=== design 1 ===
==> design_1/pins.png <==
Bar = 20 microns. Pins as bars across the die edge, other pins in grey.
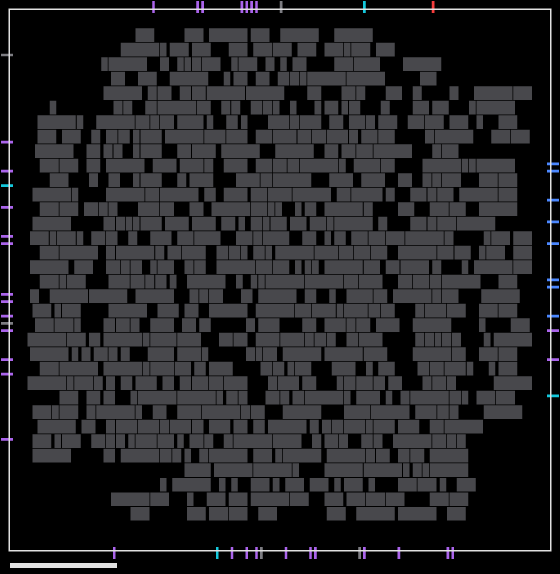

[src/rtl/pwm_multi_driver_if.sv]
// Control/status bundle for pwm_multi_driver: run enable, period/duty load handshake and PWM outputs.
// The master side drives configuration; the slave side is the PWM block.
interface pwm_multi_driver_if #(
    parameter int WIDTH    = 8,
    parameter int CHANNELS = 4
);
    logic                      en;
    logic [WIDTH-1:0]          period;
    logic [CHANNELS*WIDTH-1:0] duty;
    logic                      load;
    logic [CHANNELS-1:0]       pwm;
    logic                      period_start;
    logic                      updated;

    modport master (
        output en, period, duty, load,
        input  pwm, period_start, updated
    );

    modport slave (
        input  en, period, duty, load,
        output pwm, period_start, updated
    );
endinterface

[src/rtl/pwm_multi_driver.sv]
// Multi-channel PWM with shadowed period/duty that move to the active set only at a period wrap.
// Define PWM_CENTER_ALIGN_EN to build a center-aligned (triangle) counter instead of the sawtooth.
//
// state   | meaning
// ST_IDLE | disabled: count held at 0, outputs low, every edge is a transfer point
// ST_RUN  | counting; shadow-to-active transfer only on the wrap edge
module pwm_multi_driver #(
    parameter int WIDTH    = 8,
    parameter int CHANNELS = 4
) (
    input  logic              clk,
    input  logic              rst,
    pwm_multi_driver_if.slave bus
);
    localparam logic [WIDTH-1:0] ONE = WIDTH'(1);

    typedef enum logic {ST_IDLE, ST_RUN} state_t;

    state_t                    state_q, state_d;
    logic [WIDTH-1:0]          count_q, count_d;
    logic [WIDTH-1:0]          period_act_q, period_act_d;
    logic [WIDTH-1:0]          period_sh_q, period_sh_d;
    logic [CHANNELS*WIDTH-1:0] duty_act_q, duty_act_d;
    logic [CHANNELS*WIDTH-1:0] duty_sh_q, duty_sh_d;
    logic                      pending_q, pending_d;
    logic [CHANNELS-1:0]       pwm_q, pwm_d;
    logic                      start_q, start_d;
    logic                      updated_q, updated_d;
    logic [WIDTH-1:0]          cnt_next;
    logic                      cnt_wrap;
    logic                      xfer;
`ifdef PWM_CENTER_ALIGN_EN
    logic                      dir_up_q, dir_up_d;
    logic                      dir_next;
`endif

    // Counter successor while running; cnt_wrap marks the edge that lands on the period start.
    always_comb begin
        cnt_next = count_q + ONE;
        cnt_wrap = 1'b0;
`ifdef PWM_CENTER_ALIGN_EN
        dir_next = dir_up_q;
        if (period_act_q == '0) begin
            cnt_next = '0;
            cnt_wrap = 1'b1;
        end else if (dir_up_q) begin
            if (count_q == period_act_q) begin
                cnt_next = count_q - ONE;
                // With P=1 the peak falls straight back to the valley, which is already the wrap.
                if (period_act_q == ONE) begin
                    cnt_wrap = 1'b1;
                end else begin
                    dir_next = 1'b0;
                end
            end
        end else begin
            cnt_next = count_q - ONE;
            if (count_q == ONE) begin
                cnt_wrap = 1'b1;
                dir_next = 1'b1;
            end
        end
`else
        if (count_q == period_act_q) begin
            cnt_next = '0;
            cnt_wrap = 1'b1;
        end
`endif
    end

    always_comb begin
        state_d      = state_q;
        count_d      = count_q;
        period_act_d = period_act_q;
        duty_act_d   = duty_act_q;
        period_sh_d  = period_sh_q;
        duty_sh_d    = duty_sh_q;
        pending_d    = pending_q;
        pwm_d        = '0;
        start_d      = 1'b0;
        updated_d    = 1'b0;
        xfer         = 1'b0;
`ifdef PWM_CENTER_ALIGN_EN
        dir_up_d     = dir_up_q;
`endif

        if (bus.load) begin
            period_sh_d = bus.period;
            duty_sh_d   = bus.duty;
            pending_d   = 1'b1;
        end

        if (!bus.en) begin
            state_d = ST_IDLE;
            count_d = '0;
            xfer    = 1'b1;
`ifdef PWM_CENTER_ALIGN_EN
            dir_up_d = 1'b1;
`endif
        end else if (state_q == ST_IDLE) begin
            state_d = ST_RUN;
            count_d = '0;
            xfer    = 1'b1;
`ifdef PWM_CENTER_ALIGN_EN
            dir_up_d = 1'b1;
`endif
        end else begin
            for (int i = 0; i < CHANNELS; i++) begin
                pwm_d[i] = (count_q < duty_act_q[i*WIDTH +: WIDTH]);
            end
            start_d = (count_q == '0);
            count_d = cnt_next;
            xfer    = cnt_wrap;
`ifdef PWM_CENTER_ALIGN_EN
            dir_up_d = dir_next;
`endif
        end

        // pending_d already folds in a same-cycle load, so the shadow path covers both cases.
        if (xfer && pending_d) begin
            period_act_d = period_sh_d;
            duty_act_d   = duty_sh_d;
            pending_d    = 1'b0;
            updated_d    = 1'b1;
        end
    end

    always_ff @(posedge clk) begin
        if (rst) begin
            state_q      <= ST_IDLE;
            count_q      <= '0;
            period_act_q <= '1;
            duty_act_q   <= '0;
            period_sh_q  <= '0;
            duty_sh_q    <= '0;
            pending_q    <= 1'b0;
            pwm_q        <= '0;
            start_q      <= 1'b0;
            updated_q    <= 1'b0;
`ifdef PWM_CENTER_ALIGN_EN
            dir_up_q     <= 1'b1;
`endif
        end else begin
            state_q      <= state_d;
            count_q      <= count_d;
            period_act_q <= period_act_d;
            duty_act_q   <= duty_act_d;
            period_sh_q  <= period_sh_d;
            duty_sh_q    <= duty_sh_d;
            pending_q    <= pending_d;
            pwm_q        <= pwm_d;
            start_q      <= start_d;
            updated_q    <= updated_d;
`ifdef PWM_CENTER_ALIGN_EN
            dir_up_q     <= dir_up_d;
`endif
        end
    end

    assign bus.pwm          = pwm_q;
    assign bus.period_start = start_q;
    assign bus.updated      = updated_q;
endmodule

[src/flat_wrapper.sv]
// flat-port wrapper written by rule: the top's interface ports become plain ports
module pwm_multi_driver_flat 
#(
    parameter int WIDTH    = 8,
    parameter int CHANNELS = 4
)
  (clk, rst, bus_en, bus_period, bus_duty, bus_load, bus_pwm, bus_period_start, bus_updated);
  pwm_multi_driver_if #(.WIDTH(WIDTH), .CHANNELS(CHANNELS)) bus_i ();
  input  logic clk;
  input  logic rst;
  input wire logic [$bits(bus_i.en)-1:0] bus_en;
  input wire logic [$bits(bus_i.period)-1:0] bus_period;
  input wire logic [$bits(bus_i.duty)-1:0] bus_duty;
  input wire logic [$bits(bus_i.load)-1:0] bus_load;
  output wire logic [$bits(bus_i.pwm)-1:0] bus_pwm;
  output wire logic [$bits(bus_i.period_start)-1:0] bus_period_start;
  output wire logic [$bits(bus_i.updated)-1:0] bus_updated;
  assign bus_i.en = bus_en;
  assign bus_i.period = bus_period;
  assign bus_i.duty = bus_duty;
  assign bus_i.load = bus_load;
  assign bus_pwm = bus_i.pwm;
  assign bus_period_start = bus_i.period_start;
  assign bus_updated = bus_i.updated;
  pwm_multi_driver #(.WIDTH(WIDTH), .CHANNELS(CHANNELS)) u_core (.clk(clk), .rst(rst), .bus(bus_i));
endmodule
[config.mk]
export PLATFORM = sky130hd
export DESIGN_NAME = pwm_multi_driver_flat
export DESIGN_NICKNAME = d
export VERILOG_FILES = /design/src/rtl/pwm_multi_driver_if.sv /design/src/rtl/pwm_multi_driver.sv /design/src/flat_wrapper.sv
export SDC_FILE = /design/constraint.sdc
export NUM_CORES = 1
export LEC_CHECK = 0
export ABC_CLOCK_PERIOD_IN_PS = 2210
export CORE_MARGIN = 3
export CORE_UTILIZATION = 58
export DETAILED_ROUTE_END_ITERATION = 7
export GPL_ROUTABILITY_DRIVEN = 0
export PLACE_DENSITY = 0.82
export SYNTH_ARGS = -nofsm -noshare
export SYNTH_HDL_FRONTEND = slang
export SYNTH_SLANG_ARGS = --single-unit
[constraint.sdc]
create_clock -name clk -period 2.21 [get_ports clk]
set_clock_uncertainty 0.15 [all_clocks]
set_input_delay 0.442 -clock clk [delete_from_list [all_inputs] [get_ports clk]]
set_output_delay 0.442 -clock clk [all_outputs]
set_load 0.01 [all_outputs]
=== design 2 ===
`src/rtl/toy_rr_arb.sv`:
```
`timescale 1ns/1ps
// Round-robin arbiter: picks one requester starting after the last winner.
// Latency: grant is combinational in the request cycle; pointer updates on grant.
// Backpressure: en=0 suppresses all grants and freezes the pointer.
// Ports: req (request vector), en (slot available), gnt (one-hot or zero),
//        gnt_idx (binary index of gnt, valid when gnt != 0).
module toy_rr_arb #(
  parameter int N = 2
) (
  input  logic                 clk,
  input  logic                 rst_n,
  input  logic [N-1:0]         req,
  input  logic                 en,
  output logic [N-1:0]         gnt,
  output logic [$clog2(N)-1:0] gnt_idx
);
  localparam int IW = $clog2(N);

  logic [IW-1:0] last_q, last_d;
  logic [IW:0]   cand;
  logic          found;

  always_comb begin
    gnt     = '0;
    gnt_idx = '0;
    last_d  = last_q;
    cand    = '0;
    found   = 1'b0;
    // Walk ports last+1, last+2, ... wrapping, so the previous winner is checked last.
    for (int k = 1; k <= N; k++) begin
      cand = {1'b0, last_q} + (IW+1)'(k);
      if (cand >= (IW+1)'(N)) cand = cand - (IW+1)'(N);
      if (en && !found && req[cand[IW-1:0]]) begin
        found                 = 1'b1;
        gnt[cand[IW-1:0]]     = 1'b1;
        gnt_idx               = cand[IW-1:0];
        last_d                = cand[IW-1:0];
      end
    end
  end

  // Reset to the highest port so port 0 wins the first conflict.
  always_ff @(posedge clk or negedge rst_n) begin
    if (!rst_n) last_q <= IW'(N-1);
    else        last_q <= last_d;
  end
endmodule

```
`src/rtl/toy_mem_arbiter.sv`:
```
`timescale 1ns/1ps
// Shares one single-ported 1-cycle memory among NUM_PORT requesters, round-robin.
// Latency: memory access in the grant cycle, response valid the next cycle.
// Backpressure: one outstanding response; a stalled response blocks new grants.
// Ports: req_* per-port flattened request buses (port p at slice p), rsp_vld/rsp_rdy
//        per-port response handshake, rsp_rd_data shared; mem_* drive the memory.
module toy_mem_arbiter #(
  parameter int ADDR_WIDTH = 32,
  parameter int DATA_WIDTH = 32,
  parameter int NUM_PORT   = 2
) (
  input  logic                               clk,
  input  logic                               rst_n,
  input  logic [NUM_PORT-1:0]                req_vld,
  output logic [NUM_PORT-1:0]                req_rdy,
  input  logic [NUM_PORT*ADDR_WIDTH-1:0]     req_addr,
  input  logic [NUM_PORT-1:0]                req_wr_en,
  input  logic [NUM_PORT*DATA_WIDTH-1:0]     req_wr_data,
  input  logic [NUM_PORT*DATA_WIDTH/8-1:0]   req_wr_byte_en,
  output logic [NUM_PORT-1:0]                rsp_vld,
  input  logic [NUM_PORT-1:0]                rsp_rdy,
  output logic [DATA_WIDTH-1:0]              rsp_rd_data,
  output logic                               mem_en,
  output logic [ADDR_WIDTH-1:0]              mem_addr,
  input  logic [DATA_WIDTH-1:0]              mem_rd_data,
  output logic [DATA_WIDTH-1:0]              mem_wr_data,
  output logic [DATA_WIDTH/8-1:0]            mem_wr_byte_en,
  output logic                               mem_wr_en
);
  localparam int IW = $clog2(NUM_PORT);
  localparam int BW = DATA_WIDTH / 8;

  logic                pend_q, pend_d;
  logic [IW-1:0]       pend_id_q, pend_id_d;
  logic [NUM_PORT-1:0] gnt;
  logic [IW-1:0]       gnt_idx;
  logic                rsp_acc, slot_free, arb_en;

  assign rsp_acc   = pend_q && rsp_rdy[pend_id_q];
  // Accepting the pending response frees the slot in the same cycle.
  assign slot_free = !pend_q || rsp_acc;
  // rst_n gates the grant so nothing reaches the memory while reset is held.
  assign arb_en    = rst_n && slot_free;

  toy_rr_arb #(.N(NUM_PORT)) u_arb (
    .clk     (clk),
    .rst_n   (rst_n),
    .req     (req_vld),
    .en      (arb_en),
    .gnt     (gnt),
    .gnt_idx (gnt_idx)
  );

  assign req_rdy = gnt;
  // Memory holds its output while idle, so no data register is needed.
  assign rsp_rd_data = mem_rd_data;

  always_comb begin
    mem_en         = |gnt;
    mem_addr       = '0;
    mem_wr_data    = '0;
    mem_wr_byte_en = '0;
    mem_wr_en      = 1'b0;
    for (int p = 0; p < NUM_PORT; p++) begin
      if (gnt[p]) begin
        mem_addr       = req_addr[p*ADDR_WIDTH +: ADDR_WIDTH];
        mem_wr_data    = req_wr_data[p*DATA_WIDTH +: DATA_WIDTH];
        mem_wr_byte_en = req_wr_byte_en[p*BW +: BW];
        mem_wr_en      = req_wr_en[p];
      end
    end
  end

  always_comb begin
    rsp_vld = '0;
    if (pend_q) rsp_vld[pend_id_q] = 1'b1;
  end

  always_comb begin
    pend_d    = pend_q;
    pend_id_d = pend_id_q;
    if (mem_en) begin
      pend_d    = 1'b1;
      pend_id_d = gnt_idx;
    end else if (rsp_acc) begin
      pend_d    = 1'b0;
    end
  end

  always_ff @(posedge clk or negedge rst_n) begin
    if (!rst_n) begin
      pend_q    <= 1'b0;
      pend_id_q <= '0;
    end else begin
      pend_q    <= pend_d;
      pend_id_q <= pend_id_d;
    end
  end
endmodule

```
`config.mk`:
```
export PLATFORM = sky130hd
export DESIGN_NAME = toy_mem_arbiter
export DESIGN_NICKNAME = d
export VERILOG_FILES = /design/src/rtl/toy_rr_arb.sv /design/src/rtl/toy_mem_arbiter.sv
export SDC_FILE = /design/constraint.sdc
export NUM_CORES = 1
export LEC_CHECK = 0
export ABC_AREA = 0
export CORE_AREA = 2 2 110 112
export DETAILED_ROUTE_END_ITERATION = 10
export DIE_AREA = 0 0 112 114
export PLACE_DENSITY = 0.54
export SYNTH_ARGS = -nofsm -noshare
export SYNTH_HDL_FRONTEND = slang
export SYNTH_HIERARCHICAL = 1
export SYNTH_SLANG_ARGS = --single-unit
```
`constraint.sdc`:
```
create_clock -name clk -period 1.8 [get_ports clk]
set_input_delay 0.27 -clock clk [delete_from_list [all_inputs] [get_ports clk]]
set_output_delay 0.27 -clock clk [all_outputs]
set_load 0.05 [all_outputs]
```

==> gallery <==
Metal 1.
Bar = 20 microns.
Plate I
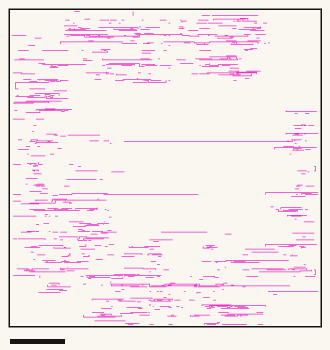
Plate II
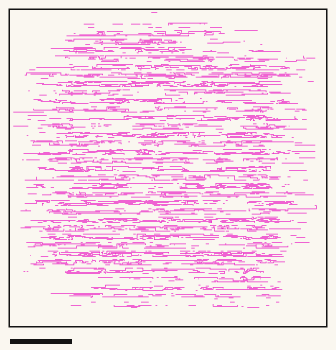
Of these, largest die: Plate I
design 2: Plate I
design 1: Plate II

Key to Plate II:
longest straight run	28.1 microns
share of all routed wire	44%

==> design_2/zoom.png <==
Bar = 20 microns. Window x 31 to 81, y 55 to 105 microns. Cells in grey, sequential cells in the stronger grey; small squares are vias.
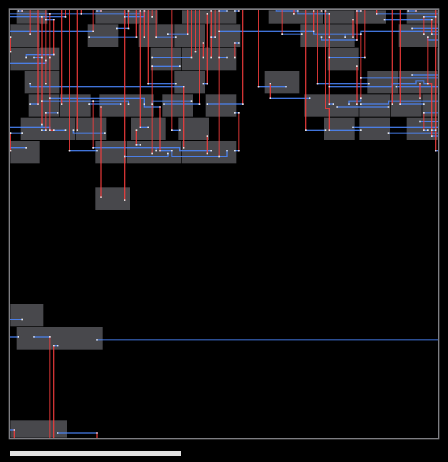
colour	layer
red	met2
blue	met1
most frequent	clkdlybuf4s50_1 (24), a22o_4 (13), buf_6 (7)
cells with their middle in the window	48
sequential cells in the window	0

==> flow_metrics.env, design 2 <==
# source this file to load flow results
export IMPL_status="finished, violations left"
export IMPL_violations="negative setup slack"
export IMPL_setup_ws_ps=-542.4
export IMPL_ys_top_cells_by_count="a22o_1 (67), buf_4 (32), buf_2 (8)"
export IMPL_fin_tns_setup_ps=-36270
export IMPL_worst_pin_slew_ps=178.8
export IMPL_grt_util_all_layers=0.1081
export IMPL_grt_overflow=0
export IMPL_reg2reg_from="pend_id_q"
export IMPL_place_congestion=0.7397
export IMPL_drt_wl_total_microns=7470
export IMPL_syn_to_final_growth_pct=271.0
export IMPL_ys_cells=140
export IMPL_grt_pass1_wl_microns=11350
export IMPL_clk_share=0.01878
export IMPL_setup_viol=73
export IMPL_power_leader="combinational logic"
export IMPL_root_buffer="clkbuf_16"
export IMPL_wl_met3_microns=783
export IMPL_dp_cells=475
export IMPL_most_common_cell="a22o_1"
export IMPL_p_switching_w=0.001575
export IMPL_insertion_delay_ps=220
export IMPL_grt_pass1_vias=2172
export IMPL_cp_startpoint="rst_n"
export IMPL_crit_buf_inv=3
export IMPL_rrSetupSlack_ps=-180
==> design_1/zoom.png <==
Bar = 20 microns. Window x 26 to 76, y 46 to 96 microns. Cells in grey, sequential cells in the stronger grey; small squares are vias.
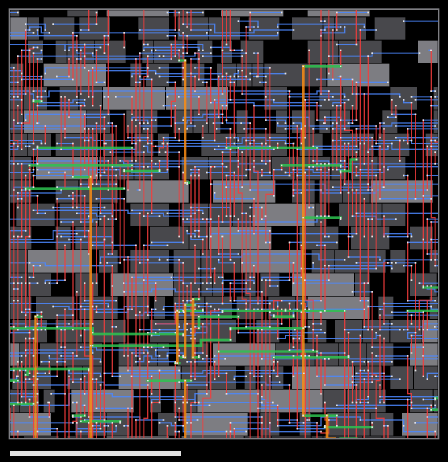
colour	layer
green	met3
blue	met1
red	met2
orange	met4
cells with their middle in the window	206
most frequent	dfxtp_1 (25), buf_4 (17), nor2_1 (16)
netlist names of flops here include	u_core.count_q (8), u_core.duty_act_q (8), u_core.period_act_q (3)
sequential cells in the window	25

## Picture notes: design_1/pins.png
colour	port	pins	direction	edge
purple	bus_duty	32	input	12 left, 11 bottom, 7 top, 2 right
red	bus_period_start	1	output	top
cyan	bus_pwm	4	output	1 right, 1 top, 1 left, 1 bottom
blue	bus_period	8	input	right

==> flow_metrics.env, design 1 <==
# source this file to load flow results
export IMPL_dpl_cell_area_sq_um=5912
export IMPL_rrSetupSlack_ps=140
export IMPL_pwr_share_seq=0.542
export IMPL_hold_path_class="flop to flop"
export IMPL_status="finished clean"
export IMPL_reg2reg_from="u_core.count_q[6]"
export IMPL_cts_resized=0
export IMPL_cp_depth=5
export IMPL_ys_sh_aoi=0.1676
export IMPL_min_to="u_core.duty_act_q[22]"
export IMPL_design_seq_count=96
export IMPL_met3_usage=0.03237
export IMPL_fp_dieW_microns=101.3
export IMPL_clock_power_share=0.302
export IMPL_path_class="flop to flop"
export IMPL_synth_area_top_cells="dfxtp_1 (37%), mux2i_1 (7.6%), ha_1 (7.1%)"
export IMPL_clock_buffers=13

=== design 3 ===
==> design_3/pins.png <==
Bar = 20 microns. Pins as bars across the die edge, other pins in grey.
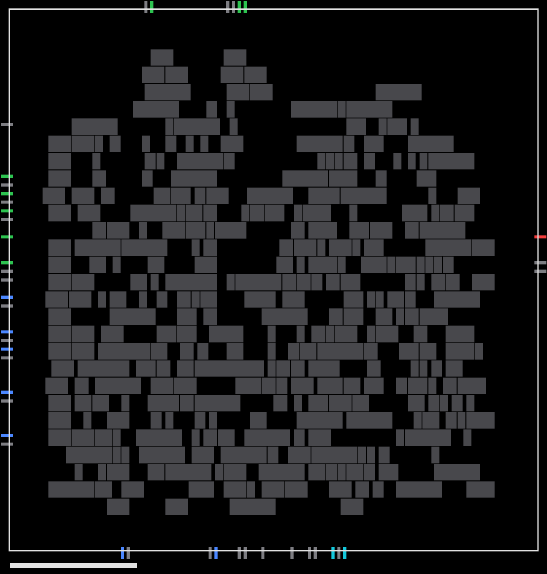
==> design_3/final_clocks.png <==
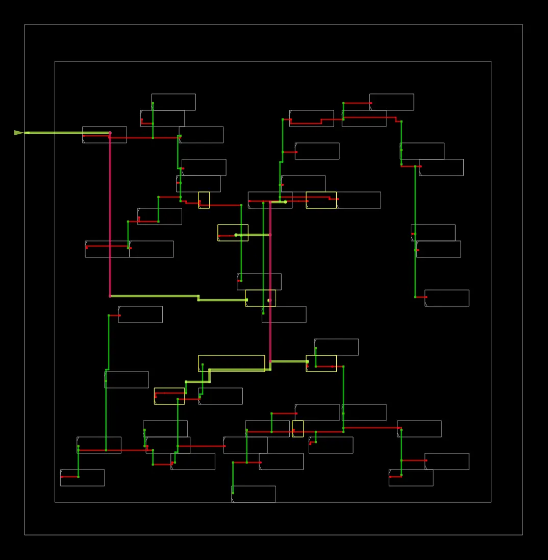
--- src/rtl/i2c_write_scheduler.sv ---
// Two-requester I2C single-byte write master: round-robin arbitration, quarter-bit
// timing, START / addr+W / ACK / data / ACK / STOP sequencing and per-requester completion.
module i2c_write_scheduler #(
   parameter int unsigned CLK_DIV = 4
) (
   input  logic       clk,
   input  logic       reset,
   input  logic [1:0] req,
   input  logic [6:0] addr0,
   input  logic [7:0] data0,
   input  logic [6:0] addr1,
   input  logic [7:0] data1,
   output logic [1:0] gnt,
   output logic [1:0] done,
   output logic       nack,
   output logic       busy,
   output logic       scl_o,
   output logic       sda_o,
   input  logic       sda_i
);

   localparam logic [2:0] S_IDLE  = 3'd0;
   localparam logic [2:0] S_START = 3'd1;
   localparam logic [2:0] S_ADDR  = 3'd2;
   localparam logic [2:0] S_ACK1  = 3'd3;
   localparam logic [2:0] S_DATA  = 3'd4;
   localparam logic [2:0] S_ACK2  = 3'd5;
   localparam logic [2:0] S_STOP  = 3'd6;
   localparam logic [2:0] S_DONE  = 3'd7;

   localparam logic [7:0] CNT_LAST = 8'(CLK_DIV - 1);

   logic [2:0] state_q, state_d;
   logic [7:0] cnt_q, cnt_d;
   logic [1:0] qtr_q, qtr_d;
   logic [2:0] bit_q, bit_d;
   logic [7:0] addr_byte_q, addr_byte_d;
   logic [7:0] data_byte_q, data_byte_d;
   logic       owner_q, owner_d;
   logic       ptr_q, ptr_d;
   logic       nack_q, nack_d;
   logic [1:0] gnt_q, gnt_d;
   logic [1:0] done_q, done_d;
   logic       busy_q, busy_d;
   logic       scl_q, scl_d;
   logic       sda_q, sda_d;

   logic tick;
   logic active;
   logic win;

   assign tick   = (cnt_q == CNT_LAST);
   assign active = (state_q != S_IDLE) && (state_q != S_DONE);

   always_comb begin
      // NOTE: every variable gets a default first so no path through the case infers a latch.
      state_d     = state_q;
      cnt_d       = 8'd0;
      qtr_d       = qtr_q;
      bit_d       = bit_q;
      addr_byte_d = addr_byte_q;
      data_byte_d = data_byte_q;
      owner_d     = owner_q;
      ptr_d       = ptr_q;
      nack_d      = nack_q;
      gnt_d       = 2'b00;
      done_d      = 2'b00;
      busy_d      = busy_q;
      win         = 1'b0;

      if (active && !tick) cnt_d = cnt_q + 8'd1;

      // Operands are taken during the cycle gnt is visible to the requester.
      if (gnt_q != 2'b00) begin
         addr_byte_d = owner_q ? {addr1, 1'b0} : {addr0, 1'b0};
         data_byte_d = owner_q ? data1 : data0;
      end

      case (state_q)
         S_IDLE: begin
            if (req != 2'b00) begin
               win     = (req == 2'b11) ? ptr_q : req[1];
               owner_d = win;
               ptr_d   = ~win;
               gnt_d   = win ? 2'b10 : 2'b01;
               busy_d  = 1'b1;
               qtr_d   = 2'd0;
               bit_d   = 3'd0;
               state_d = S_START;
            end
         end
         S_START: begin
            if (tick) begin
               qtr_d = qtr_q + 2'd1;
               if (qtr_q == 2'd1) begin
                  qtr_d   = 2'd0;
                  bit_d   = 3'd0;
                  state_d = S_ADDR;
               end
            end
         end
         S_ADDR, S_DATA: begin
            if (tick) begin
               qtr_d = qtr_q + 2'd1;
               if (qtr_q == 2'd3) begin
                  bit_d = bit_q + 3'd1;
                  if (bit_q == 3'd7) state_d = (state_q == S_ADDR) ? S_ACK1 : S_ACK2;
               end
            end
         end
         S_ACK1, S_ACK2: begin
            if (tick) begin
               qtr_d = qtr_q + 2'd1;
               if (qtr_q == 2'd2 && sda_i) nack_d = 1'b1;
               if (qtr_q == 2'd3) begin
                  bit_d = 3'd0;
                  // An address NACK skips the data phase entirely.
                  if (state_q == S_ACK1 && !nack_q) state_d = S_DATA;
                  else                              state_d = S_STOP;
               end
            end
         end
         S_STOP: begin
            if (tick) begin
               qtr_d = qtr_q + 2'd1;
               if (qtr_q == 2'd2) begin
                  qtr_d   = 2'd0;
                  done_d  = owner_q ? 2'b10 : 2'b01;
                  state_d = S_DONE;
               end
            end
         end
         default: begin
            nack_d  = 1'b0;
            busy_d  = 1'b0;
            state_d = S_IDLE;
         end
      endcase
   end

   // Bus levels are decoded from next-state values and registered, keeping the pins glitch-free.
   always_comb begin
      scl_d = 1'b1;
      sda_d = 1'b1;
      case (state_d)
         S_START: sda_d = (qtr_d == 2'd0);
         S_ADDR: begin
            scl_d = qtr_d[1];
            sda_d = addr_byte_d[3'd7 - bit_d];
         end
         S_DATA: begin
            scl_d = qtr_d[1];
            sda_d = data_byte_d[3'd7 - bit_d];
         end
         S_ACK1, S_ACK2: scl_d = qtr_d[1];
         S_STOP: begin
            scl_d = (qtr_d != 2'd0);
            sda_d = (qtr_d == 2'd2);
         end
         default: begin
            scl_d = 1'b1;
            sda_d = 1'b1;
         end
      endcase
   end

   always_ff @(posedge clk) begin
      if (reset) begin
         state_q     <= S_IDLE;
         cnt_q       <= 8'd0;
         qtr_q       <= 2'd0;
         bit_q       <= 3'd0;
         addr_byte_q <= 8'd0;
         data_byte_q <= 8'd0;
         owner_q     <= 1'b0;
         ptr_q       <= 1'b0;
         nack_q      <= 1'b0;
         gnt_q       <= 2'b00;
         done_q      <= 2'b00;
         busy_q      <= 1'b0;
         scl_q       <= 1'b1;
         sda_q       <= 1'b1;
      end else begin
         state_q     <= state_d;
         cnt_q       <= cnt_d;
         qtr_q       <= qtr_d;
         bit_q       <= bit_d;
         addr_byte_q <= addr_byte_d;
         data_byte_q <= data_byte_d;
         owner_q     <= owner_d;
         ptr_q       <= ptr_d;
         nack_q      <= nack_d;
         gnt_q       <= gnt_d;
         done_q      <= done_d;
         busy_q      <= busy_d;
         scl_q       <= scl_d;
         sda_q       <= sda_d;
      end
   end

   assign gnt   = gnt_q;
   assign done  = done_q;
   assign nack  = nack_q;
   assign busy  = busy_q;
   assign scl_o = scl_q;
   assign sda_o = sda_q;

endmodule

--- config.mk ---
export PLATFORM = sky130hd
export DESIGN_NAME = i2c_write_scheduler
export DESIGN_NICKNAME = d
export VERILOG_FILES = /design/src/rtl/i2c_write_scheduler.sv
export SDC_FILE = /design/constraint.sdc
export NUM_CORES = 1
export LEC_CHECK = 0
export CAP_MARGIN = 0
export CORE_AREA = 5 5 78 80
export DETAILED_ROUTE_END_ITERATION = 10
export DIE_AREA = 0 0 83 85
export PLACE_DENSITY = 0.72
export SLEW_MARGIN = 10
export SYNTH_ARGS = -nofsm -noshare
export SYNTH_HDL_FRONTEND = slang
export SYNTH_SLANG_ARGS = --single-unit
--- constraint.sdc ---
create_clock -name clk -period 7.45 [get_ports clk]
set_input_delay 1.1175 -clock clk [delete_from_list [all_inputs] [get_ports clk]]
set_output_delay 1.1175 -clock clk [all_outputs]
set_load 0.03 [all_outputs]
==> flow_metrics.env <==
# source this file to load flow results
export IMPL_htree_levels=2
export IMPL_reg2reg_from="cnt_q[0]"
export IMPL_cp_depth=9
export IMPL_ys_sh_aoi=0.1886
export IMPL_status="finished clean"
export IMPL_p_leak_nw=1.138
export IMPL_sw_frac_of_total=0.2415
export IMPL_crit_family="simple AND/OR/NAND/NOR gates"
export IMPL_grt_overflow=0
export IMPL_synth_top_flop_cell="dfxtp_1"
export IMPL_synth_area_top_cells="dfxtp_1 (34%), mux2i_1 (7.7%), nor2_1 (7.4%)"
export IMPL_min_period_ps=3896
export IMPL_slew_headroom=0.2987
export IMPL_clk_share=0.03580
export IMPL_warning_count=31
export IMPL_layout_nonclk_buf_frac=0.1432
export IMPL_seq_power_w=0.000243
export IMPL_reg2reg_to="sda_o"
export IMPL_top_cell_area_share=0.3397
export IMPL_ys_types=57
export IMPL_port_buffers=42
## Picture notes: design_3/pins.png
colour	port	pins	direction	edge
blue	addr1	7	input	5 left, 2 bottom
red	busy	1	output	right
green	data1	8	input	5 left, 3 top
cyan	req	2	input	bottom

## Picture notes: design_3/final_clocks.png
cts bufs inserted: 5
clk pwr: 0.000175 W


Power figures rest on the tool's default switching activity, not on a simulated workload.
